######## block 1 ########
block_1/clock_nets.png
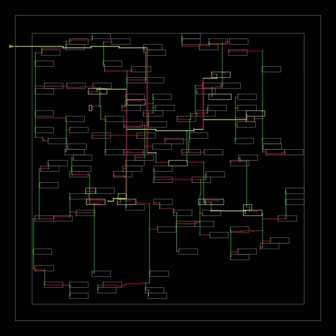

**config.mk**
```make
export PLATFORM = sky130hd
export DESIGN_NAME = key_conditioner
export DESIGN_NICKNAME = d
export VERILOG_FILES = /design/src/rtl/timer_pkg.sv /design/src/rtl/key_channel.sv /design/src/rtl/key_conditioner.sv
export SDC_FILE = /design/constraint.sdc
export NUM_CORES = 1
export LEC_CHECK = 0
export CAP_MARGIN = 20
export CORE_MARGIN = 8
export CORE_UTILIZATION = 32
export DETAILED_ROUTE_END_ITERATION = 12
export GPL_TIMING_DRIVEN = 1
export PLACE_DENSITY = 0.43
export SLEW_MARGIN = 40
export SYNTH_ARGS = -nofsm -noshare
export SYNTH_HDL_FRONTEND = slang
export SYNTH_SLANG_ARGS = --single-unit
```
**constraint.sdc**
```tcl
create_clock -name clock -period 2.73 [get_ports clock]
set_input_delay 0.6825 -clock clock [delete_from_list [all_inputs] [get_ports clock]]
set_output_delay 0.6825 -clock clock [all_outputs]
set_load 0.005 [all_outputs]
```
**src/rtl/timer_pkg.sv**
```systemverilog
// Shared constants and types for the clock/countdown timer front end.
// Key indices match the board wiring: KEY1 = adjust, KEY2 = start_stop, KEY3 = mode.
package timer_pkg;

    localparam int CLK_HZ              = 50_000_000;
    localparam int DEF_DEBOUNCE_CYCLES = 1_000_000;   // 20 ms
    localparam int DEF_REPEAT_DELAY    = 50_000_000;  // 1 s
    localparam int DEF_REPEAT_PERIOD   = 12_500_000;  // 0.25 s
    localparam logic [2:0] DEF_REPEAT_MASK = 3'b010;

    localparam int KEY_ADJUST     = 0;
    localparam int KEY_START_STOP = 1;
    localparam int KEY_MODE       = 2;

    typedef enum logic [1:0] {
        KS_IDLE   = 2'd0,
        KS_HOLD   = 2'd1,
        KS_REPEAT = 2'd2
    } key_state_e;

    // A one-cycle count still needs a one-bit register.
    function automatic int cnt_width(input int n);
        return (n > 1) ? $clog2(n) : 1;
    endfunction

    function automatic int max_int(input int a, input int b);
        return (a > b) ? a : b;
    endfunction

endpackage

```
**src/rtl/key_channel.sv**
```systemverilog
// One pushbutton: synchroniser, debounce filter, press/repeat FSM.
// Emits a single-cycle pulse per accepted press, plus repeats when REPEAT_EN is set.
module key_channel
    import timer_pkg::*;
#(
    parameter int DEBOUNCE_CYCLES = DEF_DEBOUNCE_CYCLES,
    parameter int REPEAT_DELAY    = DEF_REPEAT_DELAY,
    parameter int REPEAT_PERIOD   = DEF_REPEAT_PERIOD,
    parameter bit REPEAT_EN       = 1'b0
) (
    input  logic clock,
    input  logic reset,
    input  logic key_n,
    output logic key_pulse,
    output logic key_level
);

    localparam int DW = cnt_width(DEBOUNCE_CYCLES);
    localparam int RW = cnt_width(max_int(REPEAT_DELAY, REPEAT_PERIOD));
    localparam logic [DW-1:0] D_LAST  = DW'(DEBOUNCE_CYCLES - 1);
    localparam logic [RW-1:0] RD_LAST = RW'(REPEAT_DELAY - 1);
    localparam logic [RW-1:0] RP_LAST = RW'(REPEAT_PERIOD - 1);

    logic [1:0]    sync_q;
    logic [1:0]    prime_q;
    logic          armed_q, armed_d;
    logic [DW-1:0] dcnt_q, dcnt_d;
    logic          stable_q, stable_d;
    logic          level_q;
    key_state_e    state_q, state_d;
    logic [RW-1:0] rcnt_q, rcnt_d;
    logic          pulse_q, pulse_d;
    logic          s;

    assign s = ~sync_q[1];

    // The channel stays disarmed until a real release has been seen after reset,
    // so a key held through reset is not accepted when reset lifts.
    always_comb begin
        armed_d  = armed_q | (prime_q[1] & ~s);
        dcnt_d   = '0;
        stable_d = stable_q;
        if (armed_q && (s != stable_q)) begin
            if (dcnt_q == D_LAST) begin
                stable_d = s;
            end else if (dcnt_q != {DW{1'b1}}) begin
                dcnt_d = dcnt_q + 1'b1;
            end else begin
                dcnt_d = dcnt_q;
            end
        end
    end

    always_comb begin
        state_d = state_q;
        rcnt_d  = rcnt_q;
        pulse_d = 1'b0;
        case (state_q)
            KS_IDLE: begin
                if (level_q) begin
                    pulse_d = 1'b1;
                    state_d = KS_HOLD;
                    rcnt_d  = '0;
                end
            end
            KS_HOLD: begin
                if (!level_q) begin
                    state_d = KS_IDLE;
                    rcnt_d  = '0;
                end else if (REPEAT_EN) begin
                    if (rcnt_q == RD_LAST) begin
                        pulse_d = 1'b1;
                        state_d = KS_REPEAT;
                        rcnt_d  = '0;
                    end else if (rcnt_q != {RW{1'b1}}) begin
                        rcnt_d = rcnt_q + 1'b1;
                    end
                end
            end
            KS_REPEAT: begin
                if (!level_q) begin
                    state_d = KS_IDLE;
                    rcnt_d  = '0;
                end else if (rcnt_q == RP_LAST) begin
                    pulse_d = 1'b1;
                    rcnt_d  = '0;
                end else if (rcnt_q != {RW{1'b1}}) begin
                    rcnt_d = rcnt_q + 1'b1;
                end
            end
            default: begin
                state_d = KS_IDLE;
                rcnt_d  = '0;
            end
        endcase
    end

    always_ff @(posedge clock or negedge reset) begin
        if (!reset) begin
            sync_q   <= 2'b11;
            prime_q  <= 2'b00;
            armed_q  <= 1'b0;
            dcnt_q   <= '0;
            stable_q <= 1'b0;
            level_q  <= 1'b0;
            state_q  <= KS_IDLE;
            rcnt_q   <= '0;
            pulse_q  <= 1'b0;
        end else begin
            sync_q   <= {sync_q[0], key_n};
            prime_q  <= {prime_q[0], 1'b1};
            armed_q  <= armed_d;
            dcnt_q   <= dcnt_d;
            stable_q <= stable_d;
            level_q  <= stable_q;
            state_q  <= state_d;
            rcnt_q   <= rcnt_d;
            pulse_q  <= pulse_d;
        end
    end

    assign key_pulse = pulse_q;
    assign key_level = level_q;

endmodule

```
**src/rtl/key_conditioner.sv**
```systemverilog
// Conditions the raw active-low board keys into debounced levels and press pulses
// for the timer FSM; each key is an independent key_channel.
module key_conditioner
    import timer_pkg::*;
#(
    parameter int                N_KEYS          = 3,
    parameter int                DEBOUNCE_CYCLES = DEF_DEBOUNCE_CYCLES,
    parameter int                REPEAT_DELAY    = DEF_REPEAT_DELAY,
    parameter int                REPEAT_PERIOD   = DEF_REPEAT_PERIOD,
    parameter logic [N_KEYS-1:0] REPEAT_MASK     = N_KEYS'(DEF_REPEAT_MASK)
) (
    input  logic              clock,
    input  logic              reset,
    input  logic [N_KEYS-1:0] key_n,
    output logic [N_KEYS-1:0] key_pulse,
    output logic [N_KEYS-1:0] key_level,
    output logic              any_held
);

    for (genvar i = 0; i < N_KEYS; i++) begin : g_key
        key_channel #(
            .DEBOUNCE_CYCLES(DEBOUNCE_CYCLES),
            .REPEAT_DELAY   (REPEAT_DELAY),
            .REPEAT_PERIOD  (REPEAT_PERIOD),
            .REPEAT_EN      (REPEAT_MASK[i])
        ) u_channel (
            .clock    (clock),
            .reset    (reset),
            .key_n    (key_n[i]),
            .key_pulse(key_pulse[i]),
            .key_level(key_level[i])
        );
    end

    assign any_held = |key_level;

endmodule

```
######## block 2 ########
`src/rtl/intersection_scheduler.sv`:
```
// Two-approach intersection scheduler: one shared phase timer sequencing NS/EW green, yellow and all-red.
// Optional pedestrian walk service during all-red is enabled by defining PED_WALK_EN.
//
// state | meaning
// IDLE  | both heads red, waiting for start
// NS_G  | north-south green, east-west red
// NS_Y  | north-south yellow, east-west red
// AR1   | all-red clearance after NS (walk if served)
// EW_G  | east-west green, north-south red
// EW_Y  | east-west yellow, north-south red
// AR2   | all-red clearance after EW (walk if served)
module intersection_scheduler #(
  parameter logic [4:0] GREEN_MIN       = 5'd6,
  parameter logic [4:0] GREEN_MAX       = 5'd18,
  parameter logic [4:0] YELLOW_DURATION = 5'd3,
  parameter logic [4:0] ALLRED_DURATION = 5'd2,
  parameter logic [4:0] WALK_DURATION   = 5'd10
) (
  input  logic       clk,
  input  logic       reset,
  input  logic       start,
  input  logic       car_ns,
  input  logic       car_ew,
  input  logic       ped_req,
  output logic [1:0] L_ns,
  output logic [1:0] L_ew,
  output logic       walk,
  output logic [2:0] phase,
  output logic [4:0] t_count,
  output logic       ped_pending
);

  typedef enum logic [2:0] {
    IDLE = 3'b000,
    NS_G = 3'b001,
    NS_Y = 3'b010,
    AR1  = 3'b011,
    EW_G = 3'b100,
    EW_Y = 3'b101,
    AR2  = 3'b110,
    BAD  = 3'b111
  } state_t;

  localparam logic [1:0] LAMP_RED    = 2'b01;
  localparam logic [1:0] LAMP_YELLOW = 2'b10;
  localparam logic [1:0] LAMP_GREEN  = 2'b11;

  state_t     state, state_nxt;
  logic [4:0] t_nxt;
  logic [4:0] ar_len;
  logic [1:0] l_ns_nxt, l_ew_nxt;
  logic       walk_nxt, pend_nxt;
  logic       changing, enter_ar, gap_ok;

  always_ff @(posedge clk or negedge reset) begin
    if (!reset) begin
      state       <= IDLE;
      t_count     <= 5'd0;
      L_ns        <= LAMP_RED;
      L_ew        <= LAMP_RED;
      walk        <= 1'b0;
      ped_pending <= 1'b0;
    end else begin
      state       <= state_nxt;
      t_count     <= t_nxt;
      L_ns        <= l_ns_nxt;
      L_ew        <= l_ew_nxt;
      walk        <= walk_nxt;
      ped_pending <= pend_nxt;
    end
  end

  assign phase = state;

  always_comb begin
    state_nxt = state;
    // Gap-out becomes legal once GREEN_MIN cycles of green have elapsed.
    gap_ok    = (t_count <= (GREEN_MAX - GREEN_MIN));
    case (state)
      IDLE: if (start) state_nxt = NS_G;
      NS_G: if (t_count == 5'd0 || (gap_ok && !car_ns && car_ew)) state_nxt = NS_Y;
      NS_Y: if (t_count == 5'd0) state_nxt = AR1;
      AR1:  if (t_count == 5'd0) state_nxt = EW_G;
      EW_G: if (t_count == 5'd0 || (gap_ok && !car_ew && car_ns)) state_nxt = EW_Y;
      EW_Y: if (t_count == 5'd0) state_nxt = AR2;
      AR2:  if (t_count == 5'd0) state_nxt = NS_G;
      default: state_nxt = IDLE;
    endcase
  end

  always_comb begin
    changing = (state_nxt != state);
    enter_ar = changing && (state_nxt == AR1 || state_nxt == AR2);
`ifdef PED_WALK_EN
    walk_nxt = walk;
    pend_nxt = ped_pending;
    if (enter_ar) begin
      walk_nxt = ped_pending | ped_req;
      pend_nxt = 1'b0;
    end else begin
      if (changing) walk_nxt = 1'b0;
      // A request during an active walk is already being served.
      if (ped_req && !(walk && (state == AR1 || state == AR2))) pend_nxt = 1'b1;
    end
    ar_len = walk_nxt ? WALK_DURATION : ALLRED_DURATION;
`else
    walk_nxt = 1'b0;
    pend_nxt = 1'b0;
    ar_len   = ALLRED_DURATION;
`endif
  end

`ifndef PED_WALK_EN
  logic ped_unused;
  assign ped_unused = ^{ped_req, WALK_DURATION};
`endif

  always_comb begin
    t_nxt = t_count;
    if (changing) begin
      case (state_nxt)
        NS_G, EW_G: t_nxt = GREEN_MAX - 5'd1;
        NS_Y, EW_Y: t_nxt = YELLOW_DURATION - 5'd1;
        AR1, AR2:   t_nxt = ar_len - 5'd1;
        default:    t_nxt = 5'd0;
      endcase
    end else if (t_count != 5'd0) begin
      t_nxt = t_count - 5'd1;
    end
  end

  always_comb begin
    l_ns_nxt = LAMP_RED;
    l_ew_nxt = LAMP_RED;
    case (state_nxt)
      NS_G: l_ns_nxt = LAMP_GREEN;
      NS_Y: l_ns_nxt = LAMP_YELLOW;
      EW_G: l_ew_nxt = LAMP_GREEN;
      EW_Y: l_ew_nxt = LAMP_YELLOW;
      default: ;
    endcase
  end

endmodule

```
`config.mk`:
```
export PLATFORM = sky130hd
export DESIGN_NAME = intersection_scheduler
export DESIGN_NICKNAME = d
export VERILOG_FILES = /design/src/rtl/intersection_scheduler.sv
export SDC_FILE = /design/constraint.sdc
export NUM_CORES = 1
export LEC_CHECK = 0
export CORE_ASPECT_RATIO = 1.2
export CORE_MARGIN = 10
export CORE_UTILIZATION = 43
export DETAILED_ROUTE_END_ITERATION = 12
export PLACE_DENSITY = 0.84
export SKIP_LAST_GASP = 1
export SYNTH_ARGS = -nofsm -noshare
export SYNTH_HDL_FRONTEND = slang
export SYNTH_SLANG_ARGS = --single-unit
```
`constraint.sdc`:
```
create_clock -name clk -period 1.8 [get_ports clk]
set_input_delay 0.36 -clock clk [delete_from_list [all_inputs] [get_ports clk]]
set_output_delay 0.36 -clock clk [all_outputs]
set_load 0.03 [all_outputs]
```
######## block 3 ########
### config.mk
export PLATFORM = sky130hd
export DESIGN_NAME = stepper_cmd_queue
export DESIGN_NICKNAME = d
export VERILOG_FILES = /design/src/rtl/stepper_pkg.sv /design/src/rtl/cmd_fifo.sv /design/src/rtl/stepper_cmd_queue.sv
export SDC_FILE = /design/constraint.sdc
export NUM_CORES = 1
export LEC_CHECK = 0
export ABC_AREA = 1
export CAP_MARGIN = 20
export CORE_ASPECT_RATIO = 1.4
export CORE_MARGIN = 5
export CORE_UTILIZATION = 55
export CTS_BUF_LIST = sky130_fd_sc_hd__clkbuf_16
export CTS_CLUSTER_SIZE = 12
export DETAILED_ROUTE_END_ITERATION = 8
export PLACE_DENSITY = 0.74
export SLEW_MARGIN = 40
export SYNTH_ARGS = -nofsm -noshare
export SYNTH_HDL_FRONTEND = slang
export SYNTH_HIERARCHICAL = 1
export SYNTH_SLANG_ARGS = --single-unit
### constraint.sdc
create_clock -name CLK100MHZ -period 5.05 [get_ports CLK100MHZ]
set_input_delay 0.505 -clock CLK100MHZ [delete_from_list [all_inputs] [get_ports CLK100MHZ]]
set_output_delay 0.505 -clock CLK100MHZ [all_outputs]
set_load 0.05 [all_outputs]
### src/rtl/stepper_pkg.sv
// Command-word layout, mode encodings and FSM state encoding shared by the
// stepper command queue and its FIFO.
package stepper_pkg;
  localparam int CMD_W    = 32;
  localparam int MODE_MSB = 22;
  localparam int MODE_LSB = 21;
  localparam int POS_MSB  = 20;
  localparam int POS_LSB  = 0;

  localparam logic [1:0] MODE_MOVE = 2'b00;
  localparam logic [1:0] MODE_HOME = 2'b11;

  typedef logic [1:0] state_t;
  localparam state_t ST_IDLE  = 2'd0;
  localparam state_t ST_ISSUE = 2'd1;
  localparam state_t ST_DWELL = 2'd2;

  function automatic logic is_home(input logic [CMD_W-1:0] cmd);
    return cmd[MODE_MSB:MODE_LSB] == MODE_HOME;
  endfunction

  // Bits above the mode field are reserved and must be zero in a valid command.
  function automatic logic is_reserved_clear(input logic [CMD_W-1:0] cmd);
    return cmd[CMD_W-1:MODE_MSB+1] == '0;
  endfunction
endpackage

### src/rtl/cmd_fifo.sv
// Command FIFO: registered count/pointers, head shown combinationally.
// A push while full is refused (sticky overflow); flush empties it and beats a same-cycle push.
module cmd_fifo
  import stepper_pkg::*;
#(
  parameter int DEPTH = 8,
  parameter int W     = CMD_W
) (
  input  logic                       clk,
  input  logic                       rst_n,
  input  logic                       wr_en,
  input  logic [W-1:0]               wr_data,
  input  logic                       pop,
  input  logic                       flush,
  output logic [W-1:0]               head,
  output logic                       full,
  output logic                       empty,
  output logic [$clog2(DEPTH):0]     count,
  output logic                       overflow
);
  localparam int AW = $clog2(DEPTH);
  localparam int CW = AW + 1;

  logic [W-1:0]  mem [DEPTH];
  logic [AW-1:0] wr_ptr;
  logic [AW-1:0] rd_ptr;
  logic          push;
  logic          do_pop;

  assign full   = (count == CW'(DEPTH));
  assign empty  = (count == '0);
  assign push   = wr_en && !full && !flush;
  assign do_pop = pop && !empty && !flush;
  assign head   = mem[rd_ptr];

  // DEPTH is a power of two, so the pointers wrap by natural overflow.
  always_ff @(posedge clk or negedge rst_n) begin
    if (!rst_n) begin
      wr_ptr   <= '0;
      rd_ptr   <= '0;
      count    <= '0;
      overflow <= 1'b0;
    end else begin
      if (wr_en && full && !flush)
        overflow <= 1'b1;
      if (flush) begin
        wr_ptr <= '0;
        rd_ptr <= '0;
        count  <= '0;
      end else begin
        if (push)
          wr_ptr <= wr_ptr + 1'b1;
        if (do_pop)
          rd_ptr <= rd_ptr + 1'b1;
        count <= count + CW'(push) - CW'(do_pop);
      end
    end
  end

  always_ff @(posedge clk) begin
    if (push)
      mem[wr_ptr] <= wr_data;
  end
endmodule

### src/rtl/stepper_cmd_queue.sv
// Queues CPU stepper commands and issues them one per dwell window; write-to-strobe latency 1 clock.
// Writes while full are dropped (sticky overflow); STEPPER_CMD_VALIDATE_EN adds reserved-bit filtering and drop_count.
module stepper_cmd_queue
  import stepper_pkg::*;
#(
  parameter int DEPTH        = 8,
  parameter int DWELL_CYCLES = 100000
) (
  input  logic                    CLK100MHZ,
  input  logic                    CPU_RESETN,
  input  logic                    wr_en,
  input  logic [CMD_W-1:0]        wr_data,
  input  logic                    flush,
  output logic [CMD_W-1:0]        data_out,
  output logic                    new_data,
  output logic                    full,
  output logic                    empty,
  output logic [$clog2(DEPTH):0]  count,
  output logic                    overflow
`ifdef STEPPER_CMD_VALIDATE_EN
  ,
  output logic [7:0]              drop_count
`endif
);
  localparam logic [21:0] DWELL_LOAD = 22'(DWELL_CYCLES);

  state_t             state;
  logic [21:0]        dwell_cnt;
  logic [CMD_W-1:0]   head;
  logic               pop;
  logic               wr_ok;

  assign pop = (state == ST_IDLE) && !empty && !flush;

`ifdef STEPPER_CMD_VALIDATE_EN
  assign wr_ok = wr_en && is_reserved_clear(wr_data);

  always_ff @(posedge CLK100MHZ or negedge CPU_RESETN) begin
    if (!CPU_RESETN)
      drop_count <= 8'd0;
    else if (wr_en && !is_reserved_clear(wr_data) && drop_count != 8'hFF)
      drop_count <= drop_count + 8'd1;
  end
`else
  assign wr_ok = wr_en;
`endif

  cmd_fifo #(
    .DEPTH (DEPTH),
    .W     (CMD_W)
  ) u_fifo (
    .clk      (CLK100MHZ),
    .rst_n    (CPU_RESETN),
    .wr_en    (wr_ok),
    .wr_data  (wr_data),
    .pop      (pop),
    .flush    (flush),
    .head     (head),
    .full     (full),
    .empty    (empty),
    .count    (count),
    .overflow (overflow)
  );

  always_ff @(posedge CLK100MHZ or negedge CPU_RESETN) begin
    if (!CPU_RESETN) begin
      state     <= ST_IDLE;
      dwell_cnt <= '0;
      data_out  <= '0;
      new_data  <= 1'b0;
    end else if (flush) begin
      state     <= ST_IDLE;
      dwell_cnt <= '0;
      new_data  <= 1'b0;
    end else begin
      case (state)
        ST_IDLE: begin
          new_data <= 1'b0;
          if (pop) begin
            data_out <= head;
            new_data <= 1'b1;
            state    <= ST_ISSUE;
          end
        end
        ST_ISSUE: begin
          new_data <= 1'b0;
          // Homing needs no settle time, so it goes straight back for the next command.
          if (is_home(data_out)) begin
            state <= ST_IDLE;
          end else begin
            dwell_cnt <= DWELL_LOAD;
            state     <= ST_DWELL;
          end
        end
        ST_DWELL: begin
          new_data <= 1'b0;
          if (dwell_cnt <= 22'd1) begin
            dwell_cnt <= '0;
            state     <= ST_IDLE;
          end else begin
            dwell_cnt <= dwell_cnt - 22'd1;
          end
        end
        default: begin
          state    <= ST_IDLE;
          new_data <= 1'b0;
        end
      endcase
    end
  end
endmodule

######## block 4 ########
$ cat config.mk
export PLATFORM = sky130hd
export DESIGN_NAME = icache
export DESIGN_NICKNAME = d
export VERILOG_FILES = /design/src/rtl/icache.sv
export SDC_FILE = /design/constraint.sdc
export NUM_CORES = 2
export LEC_CHECK = 0
export CAP_MARGIN = 20
export CELL_PAD_IN_SITES_DETAIL_PLACEMENT = 1
export CELL_PAD_IN_SITES_GLOBAL_PLACEMENT = 1
export CORE_ASPECT_RATIO = 1.2
export CORE_UTILIZATION = 40
export CTS_BUF_LIST = sky130_fd_sc_hd__clkbuf_8
export CTS_CLUSTER_SIZE = 24
export DETAILED_ROUTE_END_ITERATION = 8
export PLACE_DENSITY_LB_ADDON = 0.1
export SLEW_MARGIN = 30
export SYNTH_ARGS = -nofsm -noshare
export SYNTH_HDL_FRONTEND = slang
export SYNTH_SLANG_ARGS = --single-unit
$ cat constraint.sdc
create_clock -name clk_in -period 4.7 [get_ports clk_in]
set_clock_uncertainty 0.15 [all_clocks]
set_input_delay 0.47 -clock clk_in [delete_from_list [all_inputs] [get_ports clk_in]]
set_output_delay 0.47 -clock clk_in [all_outputs]
set_load 0.005 [all_outputs]
$ cat src/rtl/icache.sv
// Direct-mapped instruction cache, one 32-bit word per line, single outstanding
// word fetch to memctrl. A flush during a miss lets the transfer finish and fills the line silently.
module icache #(
  parameter int unsigned ICACHE_IDX_W = 6
) (
  input  logic        clk_in,
  input  logic        rst_in,
  input  logic        rdy_in,
  input  logic        clear,
  input  logic        if_enable,
  input  logic [31:0] if_addr,
  output logic        inst_ready,
  output logic [31:0] inst,
  output logic        mem_req,
  output logic [31:0] mem_addr,
  input  logic        mem_ready,
  input  logic [31:0] mem_data
);

  localparam int unsigned LINES = 1 << ICACHE_IDX_W;
  localparam int unsigned TAG_W = 30 - ICACHE_IDX_W;

  typedef enum logic [1:0] {IDLE, MISS, DROP} state_e;

  state_e                  state_q, state_d;
  logic [LINES-1:0]        valid_q;
  logic [TAG_W-1:0]        tag_q  [LINES];
  logic [31:0]             data_q [LINES];

  logic                    inst_ready_q, inst_ready_d;
  logic [31:0]             inst_q, inst_d;
  logic                    mem_req_q, mem_req_d;
  logic [31:0]             mem_addr_q, mem_addr_d;
  logic [31:0]             addr_q, addr_d;

  logic [ICACHE_IDX_W-1:0] req_idx, fill_idx;
  logic [TAG_W-1:0]        req_tag, fill_tag;
  logic                    hit, fill_en;
  logic                    unused_addr_bits;

  assign req_idx  = if_addr[ICACHE_IDX_W+1:2];
  assign req_tag  = if_addr[31:ICACHE_IDX_W+2];
  assign fill_idx = addr_q[ICACHE_IDX_W+1:2];
  assign fill_tag = addr_q[31:ICACHE_IDX_W+2];
  assign hit      = valid_q[req_idx] && (tag_q[req_idx] == req_tag);
  assign unused_addr_bits = ^{if_addr[1:0], addr_q[1:0]};

  always_comb begin
    state_d      = state_q;
    inst_ready_d = 1'b0;
    inst_d       = inst_q;
    mem_req_d    = mem_req_q;
    mem_addr_d   = mem_addr_q;
    addr_d       = addr_q;
    fill_en      = 1'b0;
    case (state_q)
      IDLE: begin
        if (if_enable && !clear) begin
          if (hit) begin
            inst_ready_d = 1'b1;
            inst_d       = data_q[req_idx];
          end else begin
            addr_d     = if_addr;
            mem_req_d  = 1'b1;
            mem_addr_d = {if_addr[31:2], 2'b00};
            state_d    = MISS;
          end
        end
      end
      MISS: begin
        if (mem_ready) begin
          fill_en   = 1'b1;
          mem_req_d = 1'b0;
          state_d   = IDLE;
          if (!clear) begin
            inst_ready_d = 1'b1;
            inst_d       = mem_data;
          end
        end else if (clear) begin
          state_d = DROP;
        end
      end
      DROP: begin
        if (mem_ready) begin
          fill_en   = 1'b1;
          mem_req_d = 1'b0;
          state_d   = IDLE;
        end
      end
      default: state_d = IDLE;
    endcase
  end

  // rdy_in low freezes everything, so a mem_ready seen during a stall is not consumed.
  always_ff @(posedge clk_in or negedge rst_in) begin
    if (!rst_in) begin
      state_q      <= IDLE;
      valid_q      <= '0;
      inst_ready_q <= 1'b0;
      inst_q       <= '0;
      mem_req_q    <= 1'b0;
      mem_addr_q   <= '0;
      addr_q       <= '0;
    end else if (rdy_in) begin
      state_q      <= state_d;
      inst_ready_q <= inst_ready_d;
      inst_q       <= inst_d;
      mem_req_q    <= mem_req_d;
      mem_addr_q   <= mem_addr_d;
      addr_q       <= addr_d;
      if (fill_en) begin
        valid_q[fill_idx] <= 1'b1;
      end
    end
  end

  always_ff @(posedge clk_in) begin
    if (rdy_in && fill_en) begin
      tag_q[fill_idx]  <= fill_tag;
      data_q[fill_idx] <= mem_data;
    end
  end

  assign inst_ready = inst_ready_q;
  assign inst       = inst_q;
  assign mem_req    = mem_req_q;
  assign mem_addr   = mem_addr_q;

endmodule


==> gallery <==
Placement by cell class.
Plate I
Scale: 1 px per um. Fill, decap, tap and diode cells in grey.
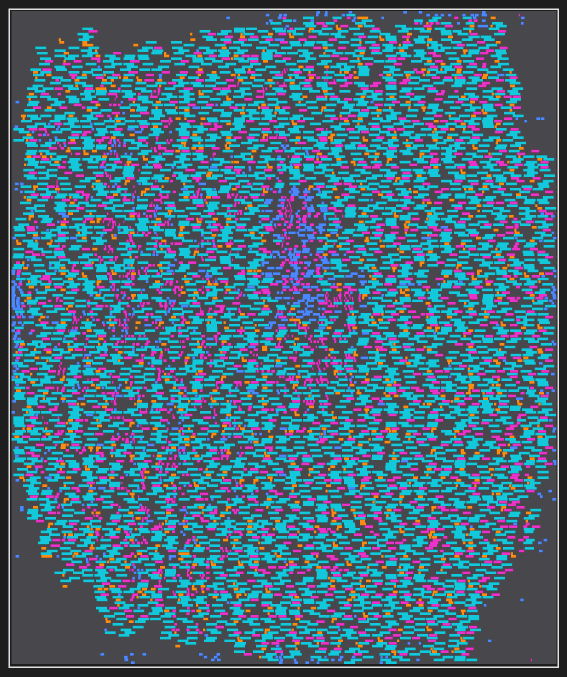
Plate II
Scale: 6 px per um. Fill, decap, tap and diode cells in grey.
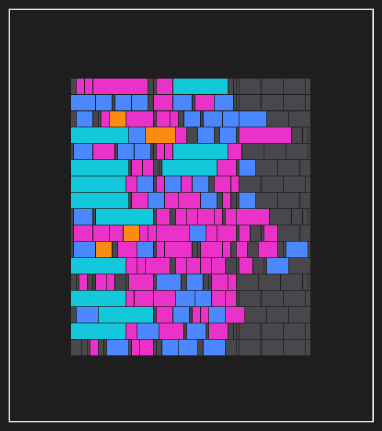
Plate III
Scale: 2 px per um. Fill, decap, tap and diode cells in grey.
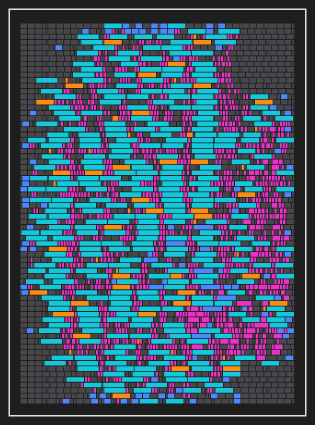
Plate IV
Scale: 2 px per um. Fill, decap, tap and diode cells in grey.
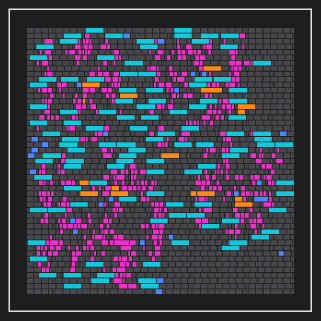
The one with the most cells is Plate I.
The one with the fewest sequential cells is Plate II.
| from | picture |
|---|---|
| block 2 | Plate II |
| block 1 | Plate IV |
| block 4 | Plate I |
| block 3 | Plate III |

Key to Plate II:
Key: clock drivers and dummy loads = orange [cells 4]; remaining logic cells = magenta [cells 81]; sequential cells = cyan [cells 12]; remaining buffers and delay cells = blue [cells 43]

block_1/m2.png
Scale: 2 px per um.
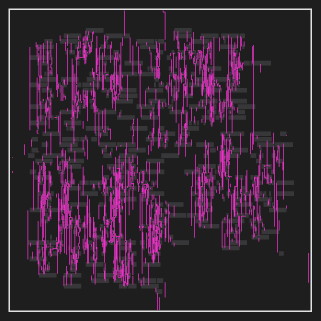
The longest straight run is 49.6 um. The layer carries 6,140 um of wire.
final WL: 13,400 um
met2 usage: 20.1%
total number of vias: 4,492

block_1/clock_wires.png
Scale: 4 px per um.
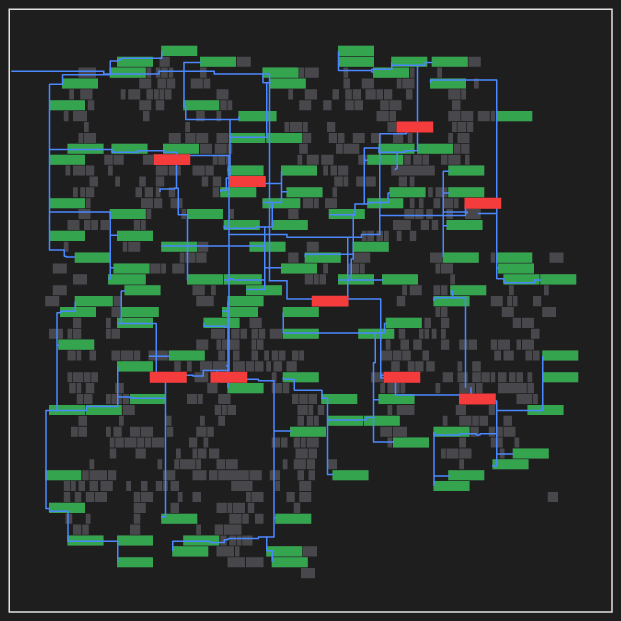
Key: clock wires = blue [length 1,620 um]; clock-net drivers = red [count 9]; flip-flops = green [count 110]
There are 10 routed clock nets. Position of the flops: widely spread.
clock distribution power: 1.41 mW
Final Skew: 0.0130 ns
Skew-Pair Late Insertion Delay: 0.36 ns

Notes on block_1/clock_nets.png above:
CTS Buf Count: 9
Clock buffer cells: 11
CTS sink count: 110
registers: 110

==> flow_summary.ini, block 1 <==
; synthesis and place-and-route metrics
[flow_run]
cap_violations = 0

[final_layout]
seq_area_share_pct = 42.8
seq_area_um2 = 2760
layout.nets = 634
layout.cells.most_common = dfrtp_1
stdcell_count = 853
final_core_util_pct = 36.2
n_fill_cell = 1801
antenna_cells = 0
clk_share_pct = 4.89
n_all_buffers = 25
nNonClkInverters = 13

[synth]
synthCells = 608
synthMuxAreaShare_pct = 0.715
synthSimpleGateAreaFrac_pct = 26.0
topCellsByArea = dfrtp_1, nor2_1, xor2_1
yosys.area_share.xor_xnor_pct = 6.22
top_area_share_pct = 45.1
synth.cell_area_um2 = 5770

[pwr]
p_clk_share_pct = 44.5
vdd.ir_drop.worst_v = 0.000294
power.group.top = sequential cells
pwr_density_cell_nw_per_um2 = 492
p_sw_uw = 734

[clock_tree]
clockRootBuffer = clkbuf_16
clk_path_buf_depth = 2
cts_tree = done

[timing]
rsz0062_at_grt = no
finalHoldViolCount = 0
setup_viol = 0
maxSlewViolCount = 0

[setup_path]
r2r-end = g_key[1].u_channel.rcnt_q[6]
critical_path_class = reg -> out
cp_max_fo = 9
cp_top_family = flip-flops
rrSetupSlack_ns = 0.30
worstSetupPathDepth = 2
arrival_ns = 1.76

[floorplanning]
die_y_um = 150
core_um2 = 17800
rows = 49

[detailed_routing]
top_layer = met4
wl_met2_um = 6140
wl_per_cell_um = 15.7
antenna_left = 0
wl_met1_um = 6750

[run_status]
status = completed

[grt]
grt.overflow.total = 0

[placed_design]
routabilityCongestion = 0.791
portBuffers = 11
-- block 1: through the flow --
step	total power, mW	hold slack (ns)
after global routing	3.32	0.251
final	3.17	0.235
after floorplan	1.74	0.331
after global placement	1.79	0.333
after detailed placement	1.80	0.341
after CTS	3.25	0.237
-- block 1: state kept, by name (all words and copies together), names as in the netlist --
signal                     flops
g_key.u_channel.key_level      3
g_key.u_channel.rcnt_q        26
g_key.u_channel.armed_q        3
g_key.u_channel.sync_q         6
g_key.u_channel.dcnt_q        60
g_key.u_channel.state_q        4
g_key.u_channel.stable_q       3
g_key.u_channel.prime_q        2
g_key.u_channel.key_pulse      3
block_2/clock_nets.png
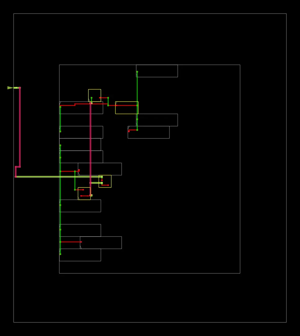
Skew-Pair Late Insertion Delay: 0.27 ns
registers: 12
clock distribution power: 210 uW
Clock buffer cells: 4
CTS Buf Count: 3

block_2/pinout.png
Scale: 4 px per um. Pins as bars across the die edge, other pins in grey.
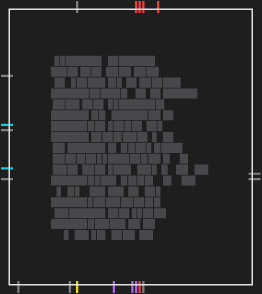
Key: t_count = red [pins 5, direction output, edge 4 north, 1 south]; phase = purple [pins 3, direction output, edge south]; reset = yellow [pins 1, direction input, edge south]; L_ew = cyan [pins 2, direction output, edge west]
number of port buffers: 16
Die Span Y: 68.5 um

==> flow_summary.ini, block 2 <==
; synthesis and place-and-route metrics
[run_status]
status = finished with violations
violations = negative setup slack

[final_layout]
layout.nets = 149
seq_area_um2 = 305
top_area_cell_class = combinational gates
bufAreaShareNonClock_pct = 28.2
largest_reg_flops = 5
final_cell_mix = buf_4, dfrtp_1, nand2_1, dlygate4sd2_1
seq_area_share_pct = 23.7
comb_share_pct = 41.6
antenna_cells = 0
n_all_buffers = 43

[clock_tree]
path_clk_slew_ns = 0.07
cts_resized = 15
cts_tree = done
clockRootBuffer = clkbuf_4
clk_path_buf_depth = 2

[synth]
ff_type = dfrtp_1
topCellsByArea = dfrtp_1, dfstp_2, a21oi_1
topCombFamilyByArea = AND-OR/OR-AND gates
synthMuxAreaShare_pct = 2.38
top_cells_by_count = dfrtp_1, nand2_1, nor2_1, a21oi_1
yosys_cells = 99
syn_area_per_cell_um2 = 8.51

[floorplanning]
fp_util_pct = 45.5
ios = 20
rows = 17

[grt]
grt_first_pass_wirelength_um = 4170
grt_pass1_vias = 924
grtUsageMet3_pct = 2.41

[setup_path]
rr_worst_depth = 8
reg2reg_from = t_count[0]
cp_slowest_cell = dfrtp_2
cpPeakStageDelay_ns = 0.42
cp-start-kind = flip-flop
cp_max_fo = 5
critical_path_class = reg -> reg
cp.required_ns = 1.95
endpoint_kind = flip-flop

[timing]
max_freq_mhz = 532
fin_crit_ns = 1.88
setup_viol = 5
maxSlewViolCount = 0
rsz0062_at_grt = yes
finalHoldViolCount = 0
fin_ws_ns = -0.0802

[detailed_routing]
wl_met2_um = 1390
drt_iter0_drc = 43
wl_per_cell_um = 17.2
vias = 955
antenna_left = 0
vias_per_cell = 6.01
firstDrtPassIters = 4
totalWireLength_um = 2730

[hold_path]
min_path_type = in -> async

[placed_design]
place_hpwl_um = 1760
pre_cts_ws_ns = -0.251

[flow_run]
cap_violations = 0
warnings = 30

[pwr]
finalPower_mw = 2.75
-- block 2: metrics by stage --
| step | util (%) | hold WS [ns] | instances |
|---|---|---|---|
| after global routing | 69.5 | 0.444 | 159 |
| after detailed placement | 62.1 | 0.705 | 148 |
| after floorplan | - | 0.0644 | 100 |
| after global placement | 62.1 | 0.700 | 148 |
| after CTS | 67.1 | 0.432 | 157 |
| final | 69.5 | 0.432 | 159 |
-- block 2: report_power, final --
part           leakage [nW]  internal [mW]  switching [mW]
combinational         0.401          0.923            1.11
sequential            0.143          0.405           0.104
clock                0.0210          0.123          0.0873
block_4/pinout.png
Pins as bars across the die edge, other pins in grey.
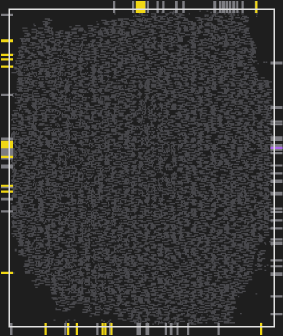
Key: inst_ready = purple [pins 1, direction output, edge east]; mem_addr = yellow [pins 32, direction output, edge 16 west, 9 north, 7 south]
Die Wd: 547 um
Die Span Y: 657 um
number of port buffers: 131

block_4/clock_nets.png
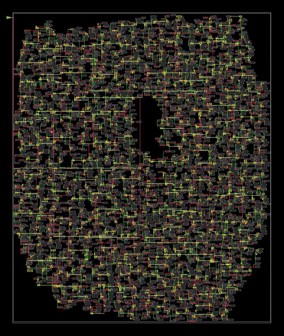
clock distribution power: 26.1 mW
registers: 3,714
Clock buffer cells: 634

==> flow_summary.ini, block 4 <==
; synthesis and place-and-route metrics
[run_status]
status = finished with violations
violations = negative setup slack

[synth]
top_area_share_pct = 75.4
most_common_cell = edfxtp_1
synthCells = 6069
topCellsByArea = edfxtp_1, mux4_2, dfrtp_1
synth.cell_area_um2 = 143000
yosys-stat-area_um2 = 143000
async_flop_share_pct = 3.50

[grt]
met2_usage_pct = 45.2
grt_first_pass_wirelength_um = 643000
grt.overflow.total = 0
grt_pass1_vias = 75800
grt_max_degree = 118

[flow_run]
cap_violations = 0
warnings = 34

[timing]
rsz0062_at_grt = no
maxSlewViolCount = 0
fin_ws_ns = -0.00310
fin_crit_ns = 4.70
max_freq_mhz = 213
finalHoldViolCount = 0
setup_viol = 2

[setup_path]
endpoint_kind = flip-flop
reg2reg_from = tag_q[37][23]
rr_worst_depth = 14
critical_path_class = in -> reg
r2r-end = inst[26]
cp-start-kind = input pin
crit_start = if_addr[5]

[clock_tree]
clk_path_buf_depth = 4
h-tree-depth = 6
cts_tree = done
clockRootBuffer = clkbuf_8

[detailed_routing]
antenna_left = 0
wl_met1_um = 194000
totalWireLength_um = 477000
vias = 72000

[final_layout]
layout.cells.most_common = edfxtp_1
layout.nets = 7116
comb_share_pct = 18.5
top_area_cell_class = flip-flops and latches
n_fill_cell = 31900
seq_area_um2 = 111000
clk_share_pct = 6.57

[hold_path]
holdPathStages = 2

[placed_design]
place_hpwl_um = 255000

[pwr]
swShare_pct = 25.5
-- block 4: flip-flops by register name, indices dropped and copies added (netlist names) --
register and count:
valid_q 64, inst 32, mem_req 1, inst_ready 1, addr_q 30, tag_q 1536
state_q 2, data_q 2048
-- block 4: repair_timing --
item,4_1_cts,5_1_grt
setup endpoints to repair,62,35
setup buffers,0,1
gates resized,7,4
hold buffers,58,1
hold endpoints to repair,2139,64
pin swaps,3,4
block_3/clock_nets.png
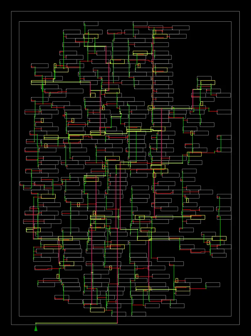
registers: 324
Final Skew: 0.0133 ns

block_3/clock_wires.png
Scale: 3 px per um.
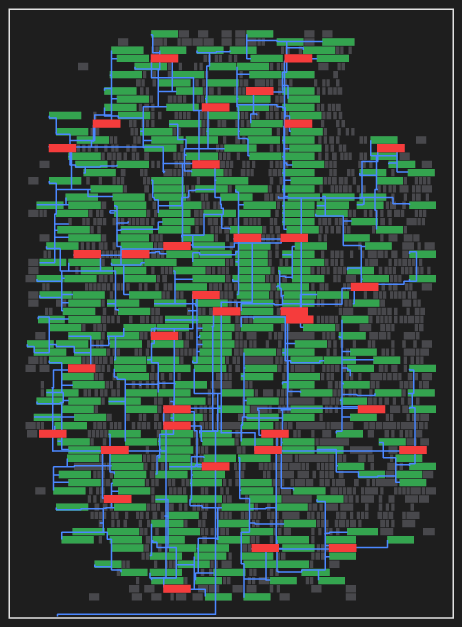
Key: clock-net drivers = red [count 34]; flip-flops = green [count 324]; clock wires = blue [length 3,570 um]
Position of the flops: widely spread. There are 35 routed clock nets.
Clk network pwr share: 27.1%
Skew-Pair Late Insertion Delay: 0.51 ns
clock distribution power: 2.23 mW

==> flow_summary.ini, block 3 <==
; synthesis and place-and-route metrics
[run_status]
status = completed

[clock_tree]
clockRootBuffer = clkbuf_16
cts_resized = 0
cts_tree = done
h-tree-depth = 2
clock_sinks = 324

[synth]
synth_nets = 1596
yosys-stat-area_um2 = 14500
ff_type = edfxtp_1
fa_ha_area_share_pct = 0.998
yosys.area.top_type = edfxtp_1
synth_cell_type_count = 31
async_flop_share_pct = 21.0
top_area_share_pct = 52.8
yosys.area_share.xor_xnor_pct = 0.843
synth_flops = 324
yosys_cells = 1549
aoi_share_pct = 0.619

[setup_path]
crit_chain = inv_1 > ha_1 > nand3_1 > inv_1 > nor4_4 > buf_4 > nand2_1 > nor2_1 > ha_1 > inv_1 > ha_1 > fa_1 > xnor2_1 > nor2_1
arrival_ns = 3.35
cp_max_fo = 37
rr_worst_depth = 14
r2r-end = u_fifo/count[2]
cp.required_ns = 5.42
endpoint_kind = flip-flop

[final_layout]
nNonClkInverters = 295
top_area_cell_class = flip-flops and latches
area_growth_pct = 15.6
top_regs = u_fifo/mem x256, data_out x32, dwell_cnt x22
largest_reg_flops = 256
clk_share_pct = 5.88
fin_area_um2 = 16800
comb_share_pct = 22.9
layout.nets = 1669
nClkBuffers = 34
comb_area_um2 = 3840
n_all_buffers = 93
final_core_util_pct = 64.4

[timing]
maxSlewViolCount = 0
tns_ns = 0
max_freq_mhz = 336
hold_ws_ns = 0.0201
rsz0062_at_grt = no

[pwr]
comb_power_share_pct = 31.9
power.group.top = sequential cells
vdd.ir_drop.worst_v = 0.000365
finalPower_mw = 8.24
p_int_mw = 5.24

[floorplanning]
core_um2 = 26100
die_y_um = 202
ios = 76
dieArea_um2 = 29900

[flow_run]
cap_violations = 0

[detailed_routing]
drt_iter0_drc = 695
wl_met1_um = 12100

[grt]
grt-busiest-layer = met2
grtUsageMet3_pct = 2.67
grt_pass1_vias = 9996
met2_usage_pct = 38.1
grt_first_pass_wirelength_um = 49600

[placed_design]
portBuffers = 75
## block 3: worst max path at each step
stage / from / end / slack [ns] / cells past startpoint
2_1_floorplan: u_fifo/count[2] / u_fifo/mem[5][0] / 1.11 / 5
3_3_place_gp: flush / u_fifo/count[1] / 1.64 / 11
3_5_place_dp: flush / u_fifo/count[2] / 1.59 / 11
4_1_cts: u_fifo/count[2] / u_fifo/count[2] / 2.05 / 14
5_1_grt: u_fifo/count[2] / u_fifo/count[1] / 1.81 / 14
6_report: u_fifo/count[2] / u_fifo/count[2] / 2.08 / 14


==> notes/layouts.md <==
Pictures saved along the way, in no particular order.

M2 wires.
panel A
Scale: 2 px per um.
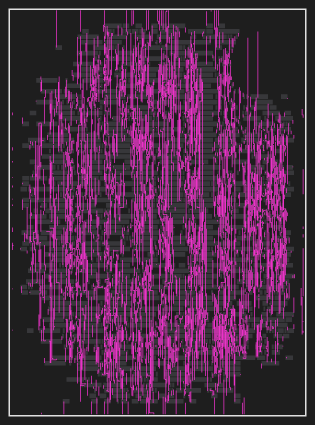
panel B
Scale: 1 px per um.
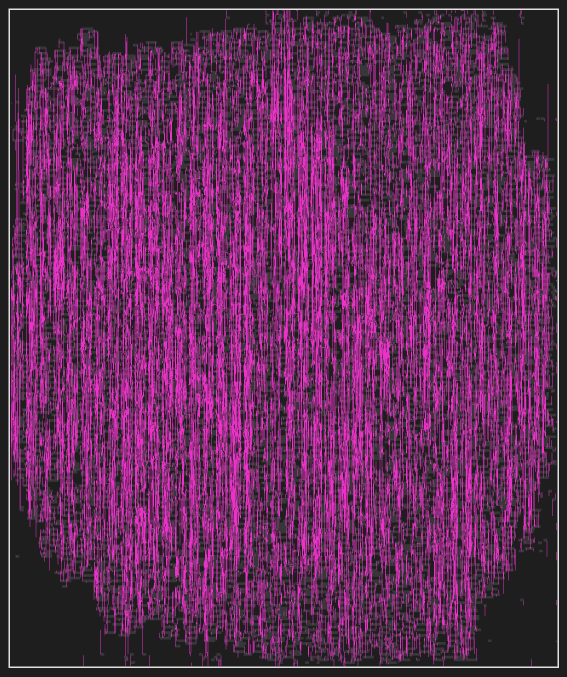
panel C
Scale: 6 px per um.
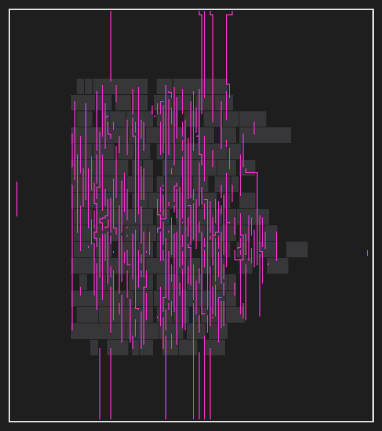
- largest die: panel B
- smallest die: panel C
- block 4 = panel B
- block 2 = panel C
- block 3 = panel A

Key to panel C:
The layer carries 1,390 um of wire. 133 nets have wire on it. The wires run mostly vertical.

Power and IR drop assume default switching activity.
